=== block 1 ===
## src/rtl/pc_counter.sv

```systemverilog
// Registered program-counter stage: increments, parallel loads and supports
// halt/single-step control with a registered one-cycle wrap flag.
module pc_counter #(
  parameter int unsigned            WIDTH       = 8,
  parameter logic [WIDTH-1:0]       RESET_VALUE = '0
) (
  input  logic             CLK,
  input  logic             RST,
  input  logic             EN,
  input  logic             LD,
  input  logic [WIDTH-1:0] D,
  input  logic             HALT_REQ,
  input  logic             STEP,
  output logic [WIDTH-1:0] Q,
  output logic             WRAP,
  output logic             HALTED
);

  typedef enum logic [1:0] {
    S_RUN  = 2'd0,
    S_HALT = 2'd1,
    S_STEP = 2'd2
  } state_t;

  state_t             state;
  state_t             state_next;
  logic [WIDTH-1:0]   q_next;
  logic               wrap_next;
  logic [WIDTH:0]     inc_sum;

  // Incrementer with the carry kept; the carry is the wrap indication.
  always_comb begin
    inc_sum = {1'b0, Q} + (WIDTH+1)'(1);
  end

  // Next-state, next-count and next-wrap decode.
  always_comb begin
    state_next = state;
    q_next     = Q;
    wrap_next  = 1'b0;
    case (state)
      S_RUN: begin
        if (LD) begin
          q_next = D;
        end else if (EN) begin
          q_next    = inc_sum[WIDTH-1:0];
          wrap_next = inc_sum[WIDTH];
        end
        // The update above still lands on the halting edge.
        if (HALT_REQ) begin
          state_next = S_HALT;
        end
      end
      S_HALT: begin
        if (LD) begin
          q_next = D;
        end else if (STEP) begin
          state_next = S_STEP;
        end else if (!HALT_REQ) begin
          state_next = S_RUN;
        end
      end
      S_STEP: begin
        q_next     = inc_sum[WIDTH-1:0];
        wrap_next  = inc_sum[WIDTH];
        state_next = S_HALT;
      end
      default: begin
        state_next = S_RUN;
      end
    endcase
  end

  // State and output registers with synchronous reset.
  always_ff @(posedge CLK) begin
    if (RST) begin
      state  <= S_RUN;
      Q      <= RESET_VALUE;
      WRAP   <= 1'b0;
      HALTED <= 1'b0;
    end else begin
      state  <= state_next;
      Q      <= q_next;
      WRAP   <= wrap_next;
      HALTED <= (state_next != S_RUN);
    end
  end

endmodule

```

## config.mk

```make
export PLATFORM = sky130hd
export DESIGN_NAME = pc_counter
export DESIGN_NICKNAME = d
export VERILOG_FILES = /design/src/rtl/pc_counter.sv
export SDC_FILE = /design/constraint.sdc
export NUM_CORES = 1
export LEC_CHECK = 0
export CELL_PAD_IN_SITES_DETAIL_PLACEMENT = 0
export CELL_PAD_IN_SITES_GLOBAL_PLACEMENT = 1
export CORE_AREA = 2 2 48 67
export CTS_BUF_LIST = sky130_fd_sc_hd__clkbuf_16
export DETAILED_ROUTE_END_ITERATION = 7
export DIE_AREA = 0 0 50 69
export PLACE_DENSITY_LB_ADDON = 0.2
export SYNTH_ARGS = -nofsm -noshare
export SYNTH_HDL_FRONTEND = slang
export SYNTH_SLANG_ARGS = --single-unit
```

## constraint.sdc

```tcl
create_clock -name CLK -period 1.82 [get_ports CLK]
set_input_delay 0.273 -clock CLK [delete_from_list [all_inputs] [get_ports CLK]]
set_output_delay 0.273 -clock CLK [all_outputs]
set_load 0.03 [all_outputs]
```

=== block 2 ===
`config.mk`:
```
export PLATFORM = sky130hd
export DESIGN_NAME = llc_pipe_fifo_flat
export DESIGN_NICKNAME = d
export VERILOG_FILES = /design/src/rtl/llc_pipe_pkg.sv /design/src/rtl/llc_pipe_fifo_if.sv /design/src/rtl/llc_pipe_fifo_ptr.sv /design/src/rtl/llc_pipe_fifo.sv /design/src/flat_wrapper.sv
export SDC_FILE = /design/constraint.sdc
export NUM_CORES = 1
export LEC_CHECK = 0
export CORE_UTILIZATION = 35
export DETAILED_ROUTE_END_ITERATION = 10
export PLACE_DENSITY = 0.65
export SLEW_MARGIN = 20
export SYNTH_ARGS = -nofsm -noshare
export SYNTH_HDL_FRONTEND = slang
export SYNTH_SLANG_ARGS = --single-unit
```
`constraint.sdc`:
```
create_clock -name clk -period 2.8 [get_ports clk]
set_input_delay 0.56 -clock clk [delete_from_list [all_inputs] [get_ports clk]]
set_output_delay 0.56 -clock clk [all_outputs]
set_load 0.02 [all_outputs]
```
`src/rtl/llc_pipe_pkg.sv`:
```
// Shared LLC pipeline definitions: stage packet layouts, their widths, and
// FIFO sizing helpers used by every inter-stage buffer.
package llc_pipe_pkg;

    localparam int LLC_SET_BITS   = 6;
    localparam int LLC_TAG_BITS   = 10;
    localparam int LLC_STATE_BITS = 2;
    localparam int LLC_WAYS       = 4;
    localparam int LLC_NUM_PORTS  = 2;

    localparam int LLC_WAY_BITS  = (LLC_WAYS > 1) ? $clog2(LLC_WAYS) : 1;
    localparam int LLC_PORT_BITS = (LLC_NUM_PORTS > 1) ? $clog2(LLC_NUM_PORTS) : 1;

    typedef enum logic [1:0] {
        LLC_OP_READ  = 2'd0,
        LLC_OP_WRITE = 2'd1,
        LLC_OP_EVICT = 2'd2,
        LLC_OP_INVAL = 2'd3
    } llc_op_e;

    // Decode -> local memory
    typedef struct packed {
        logic [LLC_PORT_BITS-1:0] port;
        llc_op_e                  op;
        logic [LLC_SET_BITS-1:0]  set;
        logic [LLC_TAG_BITS-1:0]  tag;
    } llc_mem_pkt_t;

    // Local memory -> lookup
    typedef struct packed {
        llc_mem_pkt_t                            req;
        logic [LLC_WAYS-1:0][LLC_TAG_BITS-1:0]   way_tags;
        logic [LLC_WAYS-1:0][LLC_STATE_BITS-1:0] way_states;
    } llc_lookup_pkt_t;

    // Lookup -> process
    typedef struct packed {
        llc_mem_pkt_t              req;
        logic                      hit;
        logic [LLC_WAY_BITS-1:0]   way;
        logic [LLC_STATE_BITS-1:0] state;
    } llc_process_pkt_t;

    // Process -> update
    typedef struct packed {
        logic [LLC_PORT_BITS-1:0]  port;
        logic [LLC_SET_BITS-1:0]   set;
        logic [LLC_WAY_BITS-1:0]   way;
        logic [LLC_TAG_BITS-1:0]   tag;
        logic [LLC_STATE_BITS-1:0] next_state;
    } llc_update_pkt_t;

    localparam int LLC_MEM_PKT_W     = $bits(llc_mem_pkt_t);
    localparam int LLC_LOOKUP_PKT_W  = $bits(llc_lookup_pkt_t);
    localparam int LLC_PROCESS_PKT_W = $bits(llc_process_pkt_t);
    localparam int LLC_UPDATE_PKT_W  = $bits(llc_update_pkt_t);

    // Pointer width for a circular buffer of the given depth; never zero.
    function automatic int fifo_ptr_bits(input int depth);
        return (depth <= 1) ? 1 : $clog2(depth);
    endfunction

endpackage

```
`src/rtl/llc_pipe_fifo_if.sv`:
```
// Stage-to-stage FIFO interface: the producer/consumer side is the master,
// the FIFO itself is the slave.
interface llc_pipe_fifo_if #(
    parameter int WIDTH = 8,
    parameter int DEPTH = 4
);
    localparam int UW = $clog2(DEPTH + 1);

    logic             flush;
    logic             push;
    logic [WIDTH-1:0] data_in;
    logic             pop;
    logic             clr_err;
    logic [WIDTH-1:0] data_out;
    logic             valid_out;
    logic             full;
    logic             almost_full;
    logic             empty;
    logic [UW-1:0]    usage;
    logic             overflow;
    logic             underflow;

    modport master (
        output flush, push, data_in, pop, clr_err,
        input  data_out, valid_out, full, almost_full, empty, usage,
               overflow, underflow
    );

    modport slave (
        input  flush, push, data_in, pop, clr_err,
        output data_out, valid_out, full, almost_full, empty, usage,
               overflow, underflow
    );

endinterface

```
`src/rtl/llc_pipe_fifo_ptr.sv`:
```
// Wrap-around circular-buffer pointer: counts 0..DEPTH-1 and wraps to 0,
// which also covers depths that are not a power of two.
module llc_pipe_fifo_ptr
    import llc_pipe_pkg::*;
#(
    parameter  int DEPTH = 4,
    localparam int PW    = fifo_ptr_bits(DEPTH)
) (
    input  logic          clk,
    input  logic          rst,
    input  logic          i_inc,
    input  logic          i_clr,
    output logic [PW-1:0] o_value
);

    localparam logic [PW-1:0] LAST = PW'(DEPTH - 1);

    logic [PW-1:0] r_value;

    // NOTE: sequential state is updated only with non-blocking assignments so
    // every register samples the pre-edge values of its neighbours.
    always_ff @(posedge clk or negedge rst) begin
        if (!rst) begin
            r_value <= '0;
        end else if (i_clr) begin
            r_value <= '0;
        end else if (i_inc) begin
            r_value <= (r_value == LAST) ? '0 : r_value + 1'b1;
        end
    end

    assign o_value = r_value;

endmodule

```
`src/rtl/llc_pipe_fifo.sv`:
```
// Parametrised inter-stage FIFO with optional empty fall-through, early
// back-pressure threshold and sticky overflow/underflow flags.
module llc_pipe_fifo
    import llc_pipe_pkg::*;
#(
    parameter int WIDTH     = 8,
    parameter int DEPTH     = 4,
    parameter bit BYPASS    = 1'b0,
    parameter int AF_THRESH = (DEPTH > 1) ? DEPTH - 1 : 1
) (
    input  logic           clk,
    input  logic           rst,
    llc_pipe_fifo_if.slave fifo
);

    localparam int PW = fifo_ptr_bits(DEPTH);
    localparam int UW = $clog2(DEPTH + 1);

    localparam logic [UW-1:0] DEPTH_U = UW'(DEPTH);
    localparam logic [UW-1:0] AF_U    = UW'(AF_THRESH);

    logic [WIDTH-1:0] r_mem [DEPTH];
    logic [UW-1:0]    r_usage;
    logic             r_overflow;
    logic             r_underflow;

    logic [PW-1:0] w_wr_ptr;
    logic [PW-1:0] w_rd_ptr;
    logic          w_full;
    logic          w_empty;
    logic          w_valid;
    logic          w_pop_ok;
    logic          w_push_ok;
    logic          w_do_pop;
    logic          w_do_push;
    logic          w_pass;
    logic          w_wr_inc;
    logic          w_rd_inc;
    logic          w_ovf_set;
    logic          w_udf_set;

    assign w_full  = (r_usage == DEPTH_U);
    assign w_empty = (r_usage == '0);
    assign w_valid = BYPASS ? (!w_empty || fifo.push) : !w_empty;

    // A pop frees a slot in the same cycle, so a full FIFO still takes a push.
    assign w_pop_ok  = fifo.pop && w_valid;
    assign w_push_ok = fifo.push && (!w_full || w_pop_ok);
    assign w_do_pop  = w_pop_ok && !fifo.flush;
    assign w_do_push = w_push_ok && !fifo.flush;

    // Fall-through: the entry goes straight to the consumer and is never stored.
    assign w_pass   = BYPASS && w_empty && w_do_push && w_do_pop;
    assign w_wr_inc = w_do_push && !w_pass;
    assign w_rd_inc = w_do_pop && !w_pass;

    assign w_ovf_set = fifo.push && w_full && !w_pop_ok && !fifo.flush;
    assign w_udf_set = fifo.pop && !w_valid && !fifo.flush;

    llc_pipe_fifo_ptr #(.DEPTH(DEPTH)) u_wr_ptr (
        .clk     (clk),
        .rst     (rst),
        .i_inc   (w_wr_inc),
        .i_clr   (fifo.flush),
        .o_value (w_wr_ptr)
    );

    llc_pipe_fifo_ptr #(.DEPTH(DEPTH)) u_rd_ptr (
        .clk     (clk),
        .rst     (rst),
        .i_inc   (w_rd_inc),
        .i_clr   (fifo.flush),
        .o_value (w_rd_ptr)
    );

    // NOTE: storage has no reset; occupancy alone decides what is valid, and
    // leaving the array unreset lets it map onto plain flops or RAM.
    always_ff @(posedge clk) begin
        if (w_wr_inc) begin
            r_mem[w_wr_ptr] <= fifo.data_in;
        end
    end

    always_ff @(posedge clk or negedge rst) begin
        if (!rst) begin
            r_usage <= '0;
        end else if (fifo.flush) begin
            r_usage <= '0;
        end else begin
            r_usage <= r_usage + UW'(w_wr_inc) - UW'(w_rd_inc);
        end
    end

    // Sticky flags: a new error in the clearing cycle keeps the flag set.
    always_ff @(posedge clk or negedge rst) begin
        if (!rst) begin
            r_overflow  <= 1'b0;
            r_underflow <= 1'b0;
        end else begin
            r_overflow  <= (r_overflow && !fifo.clr_err) || w_ovf_set;
            r_underflow <= (r_underflow && !fifo.clr_err) || w_udf_set;
        end
    end

    assign fifo.data_out    = (BYPASS && w_empty) ? fifo.data_in : r_mem[w_rd_ptr];
    assign fifo.valid_out   = w_valid;
    assign fifo.full        = w_full;
    assign fifo.almost_full = (r_usage >= AF_U);
    assign fifo.empty       = w_empty;
    assign fifo.usage       = r_usage;
    assign fifo.overflow    = r_overflow;
    assign fifo.underflow   = r_underflow;

endmodule

```
`src/flat_wrapper.sv`:
```
// flat-port wrapper written by rule: the top's interface ports become plain ports
module llc_pipe_fifo_flat import llc_pipe_pkg::*;
#(
    parameter int WIDTH     = 8,
    parameter int DEPTH     = 4,
    parameter bit BYPASS    = 1'b0,
    parameter int AF_THRESH = (DEPTH > 1) ? DEPTH - 1 : 1
)
  (clk, rst, fifo_flush, fifo_push, fifo_data_in, fifo_pop, fifo_clr_err, fifo_data_out, fifo_valid_out, fifo_full, fifo_almost_full, fifo_empty, fifo_usage, fifo_overflow, fifo_underflow);
  llc_pipe_fifo_if #(.WIDTH(WIDTH), .DEPTH(DEPTH)) fifo_i ();
  input  logic clk;
  input  logic rst;
  input wire logic [$bits(fifo_i.flush)-1:0] fifo_flush;
  input wire logic [$bits(fifo_i.push)-1:0] fifo_push;
  input wire logic [$bits(fifo_i.data_in)-1:0] fifo_data_in;
  input wire logic [$bits(fifo_i.pop)-1:0] fifo_pop;
  input wire logic [$bits(fifo_i.clr_err)-1:0] fifo_clr_err;
  output wire logic [$bits(fifo_i.data_out)-1:0] fifo_data_out;
  output wire logic [$bits(fifo_i.valid_out)-1:0] fifo_valid_out;
  output wire logic [$bits(fifo_i.full)-1:0] fifo_full;
  output wire logic [$bits(fifo_i.almost_full)-1:0] fifo_almost_full;
  output wire logic [$bits(fifo_i.empty)-1:0] fifo_empty;
  output wire logic [$bits(fifo_i.usage)-1:0] fifo_usage;
  output wire logic [$bits(fifo_i.overflow)-1:0] fifo_overflow;
  output wire logic [$bits(fifo_i.underflow)-1:0] fifo_underflow;
  assign fifo_i.flush = fifo_flush;
  assign fifo_i.push = fifo_push;
  assign fifo_i.data_in = fifo_data_in;
  assign fifo_i.pop = fifo_pop;
  assign fifo_i.clr_err = fifo_clr_err;
  assign fifo_data_out = fifo_i.data_out;
  assign fifo_valid_out = fifo_i.valid_out;
  assign fifo_full = fifo_i.full;
  assign fifo_almost_full = fifo_i.almost_full;
  assign fifo_empty = fifo_i.empty;
  assign fifo_usage = fifo_i.usage;
  assign fifo_overflow = fifo_i.overflow;
  assign fifo_underflow = fifo_i.underflow;
  llc_pipe_fifo #(.WIDTH(WIDTH), .DEPTH(DEPTH), .BYPASS(BYPASS), .AF_THRESH(AF_THRESH)) u_core (.clk(clk), .rst(rst), .fifo(fifo_i));
endmodule
```
=== block 3 ===
### src/rtl/mmv_quota_arbitrator.sv
// Round-robin arbiter sharing one memory-mapped slave between MASTERS masters,
// with a per-grant transaction quota and an in-order tag queue for read returns.
module mmv_quota_arbitrator #(
  parameter int AWIDTH  = 8,
  parameter int DWIDTH  = 8,
  parameter int MASTERS = 2,
  parameter int RDPENDS = 4,
  parameter int QUOTA   = 4
) (
  input  logic                              clk,
  input  logic                              reset,
  input  logic [MASTERS-1:0][AWIDTH-1:0]    s_addr,
  input  logic [MASTERS-1:0]                s_wreq,
  input  logic [MASTERS-1:0][DWIDTH-1:0]    s_wdat,
  input  logic [MASTERS-1:0]                s_rreq,
  output logic [MASTERS-1:0][DWIDTH-1:0]    s_rdat,
  output logic [MASTERS-1:0]                s_rval,
  output logic [MASTERS-1:0]                s_busy,
  output logic [AWIDTH-1:0]                 m_addr,
  output logic                              m_wreq,
  output logic [DWIDTH-1:0]                 m_wdat,
  output logic                              m_rreq,
  input  logic [DWIDTH-1:0]                 m_rdat,
  input  logic                              m_rval,
  input  logic                              m_busy,
  output logic [$clog2(RDPENDS+1)-1:0]      pend_cnt,
  output logic                              err
);

  localparam int OW = $clog2(MASTERS);
  localparam int PW = (RDPENDS > 1) ? $clog2(RDPENDS) : 1;
  localparam int QW = (QUOTA > 1) ? $clog2(QUOTA) : 1;
  localparam int CW = $clog2(RDPENDS+1);

  typedef enum logic {IDLE, OWN} state_t;

  state_t              state;
  logic [OW-1:0]       owner;
  logic [OW-1:0]       ptr;
  logic [OW-1:0]       pick;
  logic [QW-1:0]       qcnt;
  logic [OW-1:0]       tags [RDPENDS];
  logic [PW-1:0]       head;
  logic [PW-1:0]       tail;
  logic [MASTERS-1:0]  req;
  logic                any_req;
  logic                owner_req;
  logic                qfull;
  logic                empty;
  logic                accept;
  logic                push;
  logic                pop;
  logic                last_txn;

  function automatic logic [PW-1:0] wrap_inc(input logic [PW-1:0] p);
    return (p == PW'(RDPENDS-1)) ? '0 : p + 1'b1;
  endfunction

  assign req      = s_wreq | s_rreq;
  assign qfull    = (pend_cnt == CW'(RDPENDS));
  assign empty    = (pend_cnt == '0);
  assign accept   = (m_wreq | m_rreq) & ~m_busy;
  assign push     = accept & m_rreq;
  assign pop      = m_rval & ~empty;
  assign last_txn = (qcnt == QW'(QUOTA-1));
  assign s_rdat   = {MASTERS{m_rdat}};

  // First requester at or above the rotation pointer, wrapping around.
  always_comb begin
    pick    = '0;
    any_req = 1'b0;
    for (int unsigned k = 0; k < MASTERS; k++) begin
      if (!any_req && req[(32'(ptr) + k) % MASTERS]) begin
        pick    = OW'((32'(ptr) + k) % MASTERS);
        any_req = 1'b1;
      end
    end
  end

  always_comb begin
    s_busy    = '1;
    m_addr    = '0;
    m_wdat    = '0;
    m_wreq    = 1'b0;
    m_rreq    = 1'b0;
    owner_req = 1'b0;
    if (state == OWN) begin
      m_addr         = s_addr[owner];
      m_wdat         = s_wdat[owner];
      m_wreq         = s_wreq[owner];
      m_rreq         = s_rreq[owner] & ~qfull;
      s_busy[owner]  = m_busy | (s_rreq[owner] & qfull);
      owner_req      = req[owner];
    end
  end

  // Read returns are routed whatever the grant state; reads outlive their grant.
  always_comb begin
    s_rval = '0;
    if (pop) s_rval[tags[head]] = 1'b1;
  end

  always_ff @(posedge clk or negedge reset) begin
    if (!reset) begin
      state <= IDLE;
      owner <= '0;
      ptr   <= '0;
      qcnt  <= '0;
    end else begin
      case (state)
        IDLE: begin
          if (any_req) begin
            owner <= pick;
            qcnt  <= '0;
            state <= OWN;
          end
        end
        OWN: begin
          if (accept) qcnt <= qcnt + 1'b1;
          if (!owner_req || (accept && last_txn)) begin
            state <= IDLE;
            ptr   <= (owner == OW'(MASTERS-1)) ? '0 : owner + 1'b1;
          end
        end
        default: state <= IDLE;
      endcase
    end
  end

  always_ff @(posedge clk or negedge reset) begin
    if (!reset) begin
      head     <= '0;
      tail     <= '0;
      pend_cnt <= '0;
      err      <= 1'b0;
    end else begin
      if (push) tail <= wrap_inc(tail);
      if (pop)  head <= wrap_inc(head);
      if (push && !pop)      pend_cnt <= pend_cnt + 1'b1;
      else if (pop && !push) pend_cnt <= pend_cnt - 1'b1;
      if (m_rval && empty) err <= 1'b1;
    end
  end

  always_ff @(posedge clk) begin
    if (push) tags[tail] <= owner;
  end

endmodule

### config.mk
export PLATFORM = sky130hd
export DESIGN_NAME = mmv_quota_arbitrator
export DESIGN_NICKNAME = d
export VERILOG_FILES = /design/src/rtl/mmv_quota_arbitrator.sv
export SDC_FILE = /design/constraint.sdc
export NUM_CORES = 1
export LEC_CHECK = 0
export CORE_MARGIN = 4
export CORE_UTILIZATION = 25
export DETAILED_ROUTE_END_ITERATION = 10
export GPL_TIMING_DRIVEN = 1
export PLACE_DENSITY = 0.7
export SETUP_SLACK_MARGIN = 0.05
export SLEW_MARGIN = 30
export SYNTH_ARGS = -nofsm -noshare
export SYNTH_HDL_FRONTEND = slang
export SYNTH_SLANG_ARGS = --single-unit
### constraint.sdc
create_clock -name clk -period 2.81 [get_ports clk]
set_clock_uncertainty 0.05 [all_clocks]
set_input_delay 0.281 -clock clk [delete_from_list [all_inputs] [get_ports clk]]
set_output_delay 0.281 -clock clk [all_outputs]
set_load 0.005 [all_outputs]

==> layout pictures side by side <==
Placed standard cells.
panel A
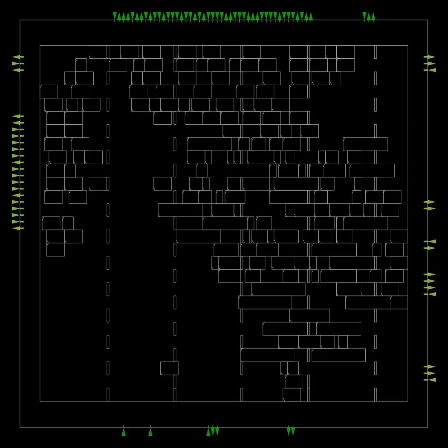
panel B
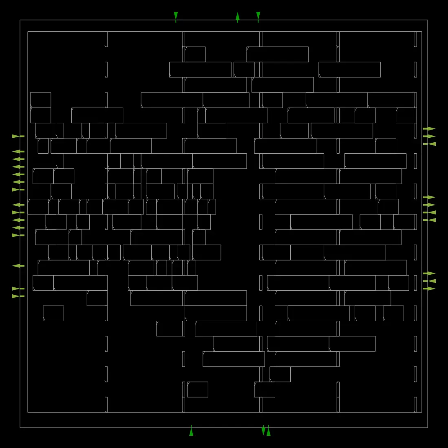
panel C
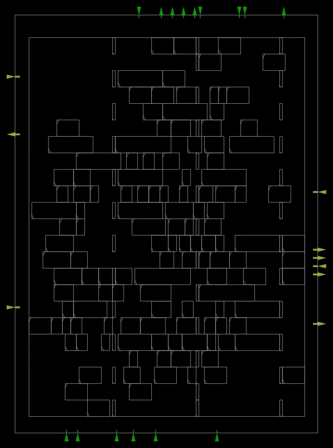
Block 3 is panel A.
Block 2 is panel B.
Block 1 is panel C.

block_3/met2.png
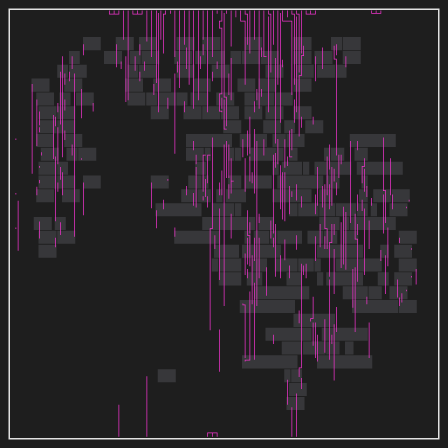
203 nets have wire on it. The layer carries 1710 microns of wire. The longest straight run is 32.3 microns.

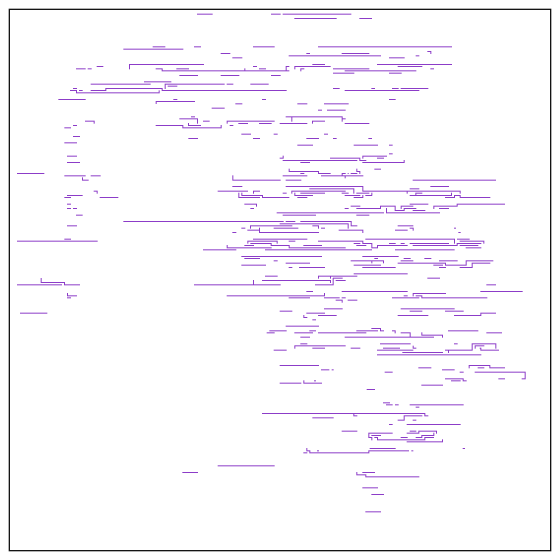
block_3/met1.png
The layer carries 1410 microns of wire. The layer holds 41% of the routed length. The longest straight run is 25.3 microns. The wires run mostly horizontal.

==> notes.md, block 3 <==
run results: result of the run finished, final reports clean, post-synth design cell area roughly 1400 sq um, start point of the critical path owner, number of global-route vias before repair 1220, setup repair after global routing missed its margin false, total cells reported by yosys after synthesis 143, sequential logic power roughly 450 uW, number of well taps 72, number of instances resized during post-cts repair 0, final total negative setup slack 0 ns, clock buffers created by TritonCTS 3, most instantiated logic cells after routing sky130_fd_sc_hd__clkdlybuf4s50_1 (65), sky130_fd_sc_hd__nor2b_1 (18), sky130_fd_sc_hd__mux2i_1 (16), sink count of the clock tree 17, min Tclk post-route 2.30 ns, post-synthesis mux area share 0.170, number of multi-input combinational cells in the layout 99, Max power group combinational cells, leading cell types by count after synthesis sky130_fd_sc_hd__nor2b_1 (18), sky130_fd_sc_hd__buf_4 (17), sky130_fd_sc_hd__mux2i_1 (16), total power roughly 1800 uW, critical path's largest stage delay between 0.4 and 0.5 ns, number of endpoints with negative hold slack in the final report 0, Critical Path Sink Type output pin, Post-Synth XOR/XNOR Area 0.0181
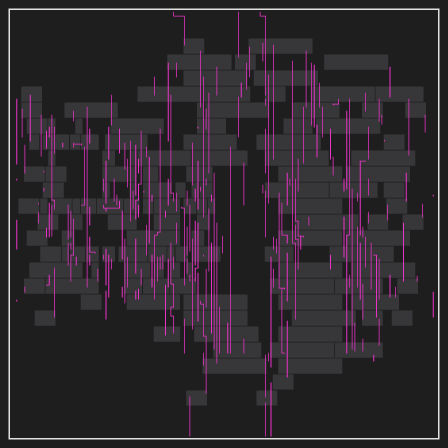
block_2/met2.png
The longest straight run is 35.0 microns. The layer carries 1410 microns of wire. The layer holds 49% of the routed length.

==> notes.md, block 2 <==
run results: Lkg Pwr 0.000790 uW, critical path's largest stage delay 0.60 ns, Dominant Register Cell sky130_fd_sc_hd__edfxtp_1, power share of the combinational group 0.317, result of the run finished, final reports clean, PortBufs 30, Required @ worst endpoint 2.24 ns, H-Tree Level Count 2, Tool Warnings 29, sink count of the clock tree 41, sequential logic power 777 uW, Synth top cell by count sky130_fd_sc_hd__edfxtp_1, met3 Resource Use GR 0.0428, routed length on met2 1410 microns, count of vias placed by the detailed router 956, Int Power 1150 uW, fraction of synthesis flops using an asynchronous set or reset pin 0.220, standard cell with the maximum stage delay on the critical path sky130_fd_sc_hd__clkdlybuf4s50_1, met3 WL post-DR 158 microns, Post-CTS Setup Inserts 0, WHS Path Cells 2, register with the highest flop count u_core.r_mem
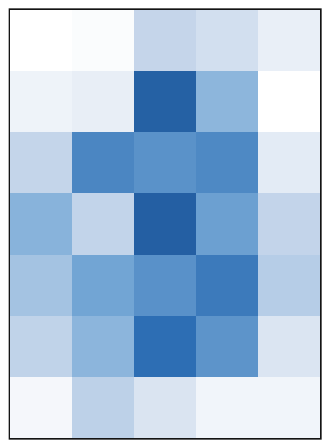
block_1/density.png
5 x 7 tiles, from white (low) to dark blue (high), 0 to 100% covered.
The fullest tile reaches 81%. 8.6% of the tiles are over 75% full. The densest ninth of the die: middle. The emptiest ninth of the die: top left. The mean over all tiles is 34%. 5.7% of the tiles are nearly empty.

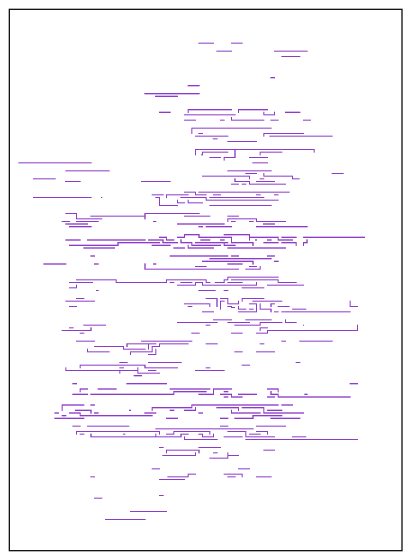
block_1/met1.png
The wires run mostly horizontal. 130 nets have wire on it. The layer carries 945 microns of wire. The longest straight run is 15.2 microns. The layer holds 39% of the routed length.

==> notes.md, block 1 <==
run results: Top Registers Q (8), state (2), post-route worst setup slack 0.106 ns, number of global-route vias before repair 840, total power 1110 uW, terminus of the critical flop-to-flop path Q[0], CTS tree done, layout inverter count without the clock tree 6, met2 track demand over resource in global routing 0.247, Critical Setup Path Class register to register, simple-gate portion of the synthesized area 0.220, cell area after placement about 1100 sq um, area leader, netlist sky130_fd_sc_hd__dfxtp_1, fraction of synthesis flops using an asynchronous set or reset pin 0, part of the total power dissipated in the clock network 0.367, Cell variety after synth 34, Dominant Register Cell sky130_fd_sc_hd__dfxtp_1, NetSw around 350 uW, met3 Resource Use GR 0.0281, largest net degree at the start of global routing 14, number of multi-input combinational cells in the layout between 70 and 80, total stage count of the critical path 5, Reg clk slew, reported paths roughly 0.050 ns, number of well taps 37, setup repair after global routing missed its margin false, max reg flops 8, multi-input gate area in the final layout about 540 sq um, fraction of post-synthesis cell area in the top cell type by area 0.304, reg-to-reg setup timing slack 0.11 ns, leading cell types by count after synthesis sky130_fd_sc_hd__dfxtp_1 (12), sky130_fd_sc_hd__nand2_1 (8), sky130_fd_sc_hd__a21oi_1 (7), Avg WL per Cell 14.4 microns, most frequent logic cell in the layout sky130_fd_sc_hd__clkdlybuf4s50_1, final cell count without fillers approximately 170, I/O pin total 24, number of maximum-capacitance constraint violations 0, cell family with the largest share of critical-path delay adder cells, number of buffer and inverter stages on the critical path 1, global router's overall resource usage 0.146, final total negative setup slack 0 ns, register with the highest flop count Q, result of the run finished, final reports clean, iteration-0 DRC count of the detailed router 36


## Gallery

Register map, names as in the netlist.
picture 1
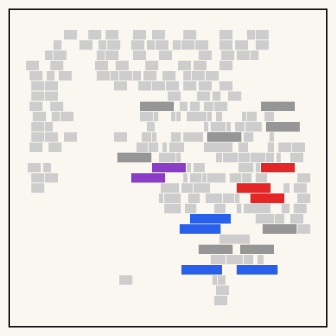
picture 2
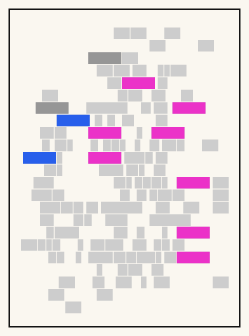
picture 3
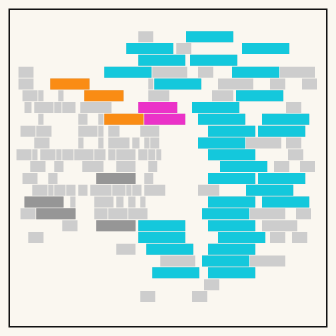
block 3 -> picture 1
block 1 -> picture 2
block 2 -> picture 3
Of these, most sequential cells: picture 3

Power is estimated from default activity; no workload was simulated.
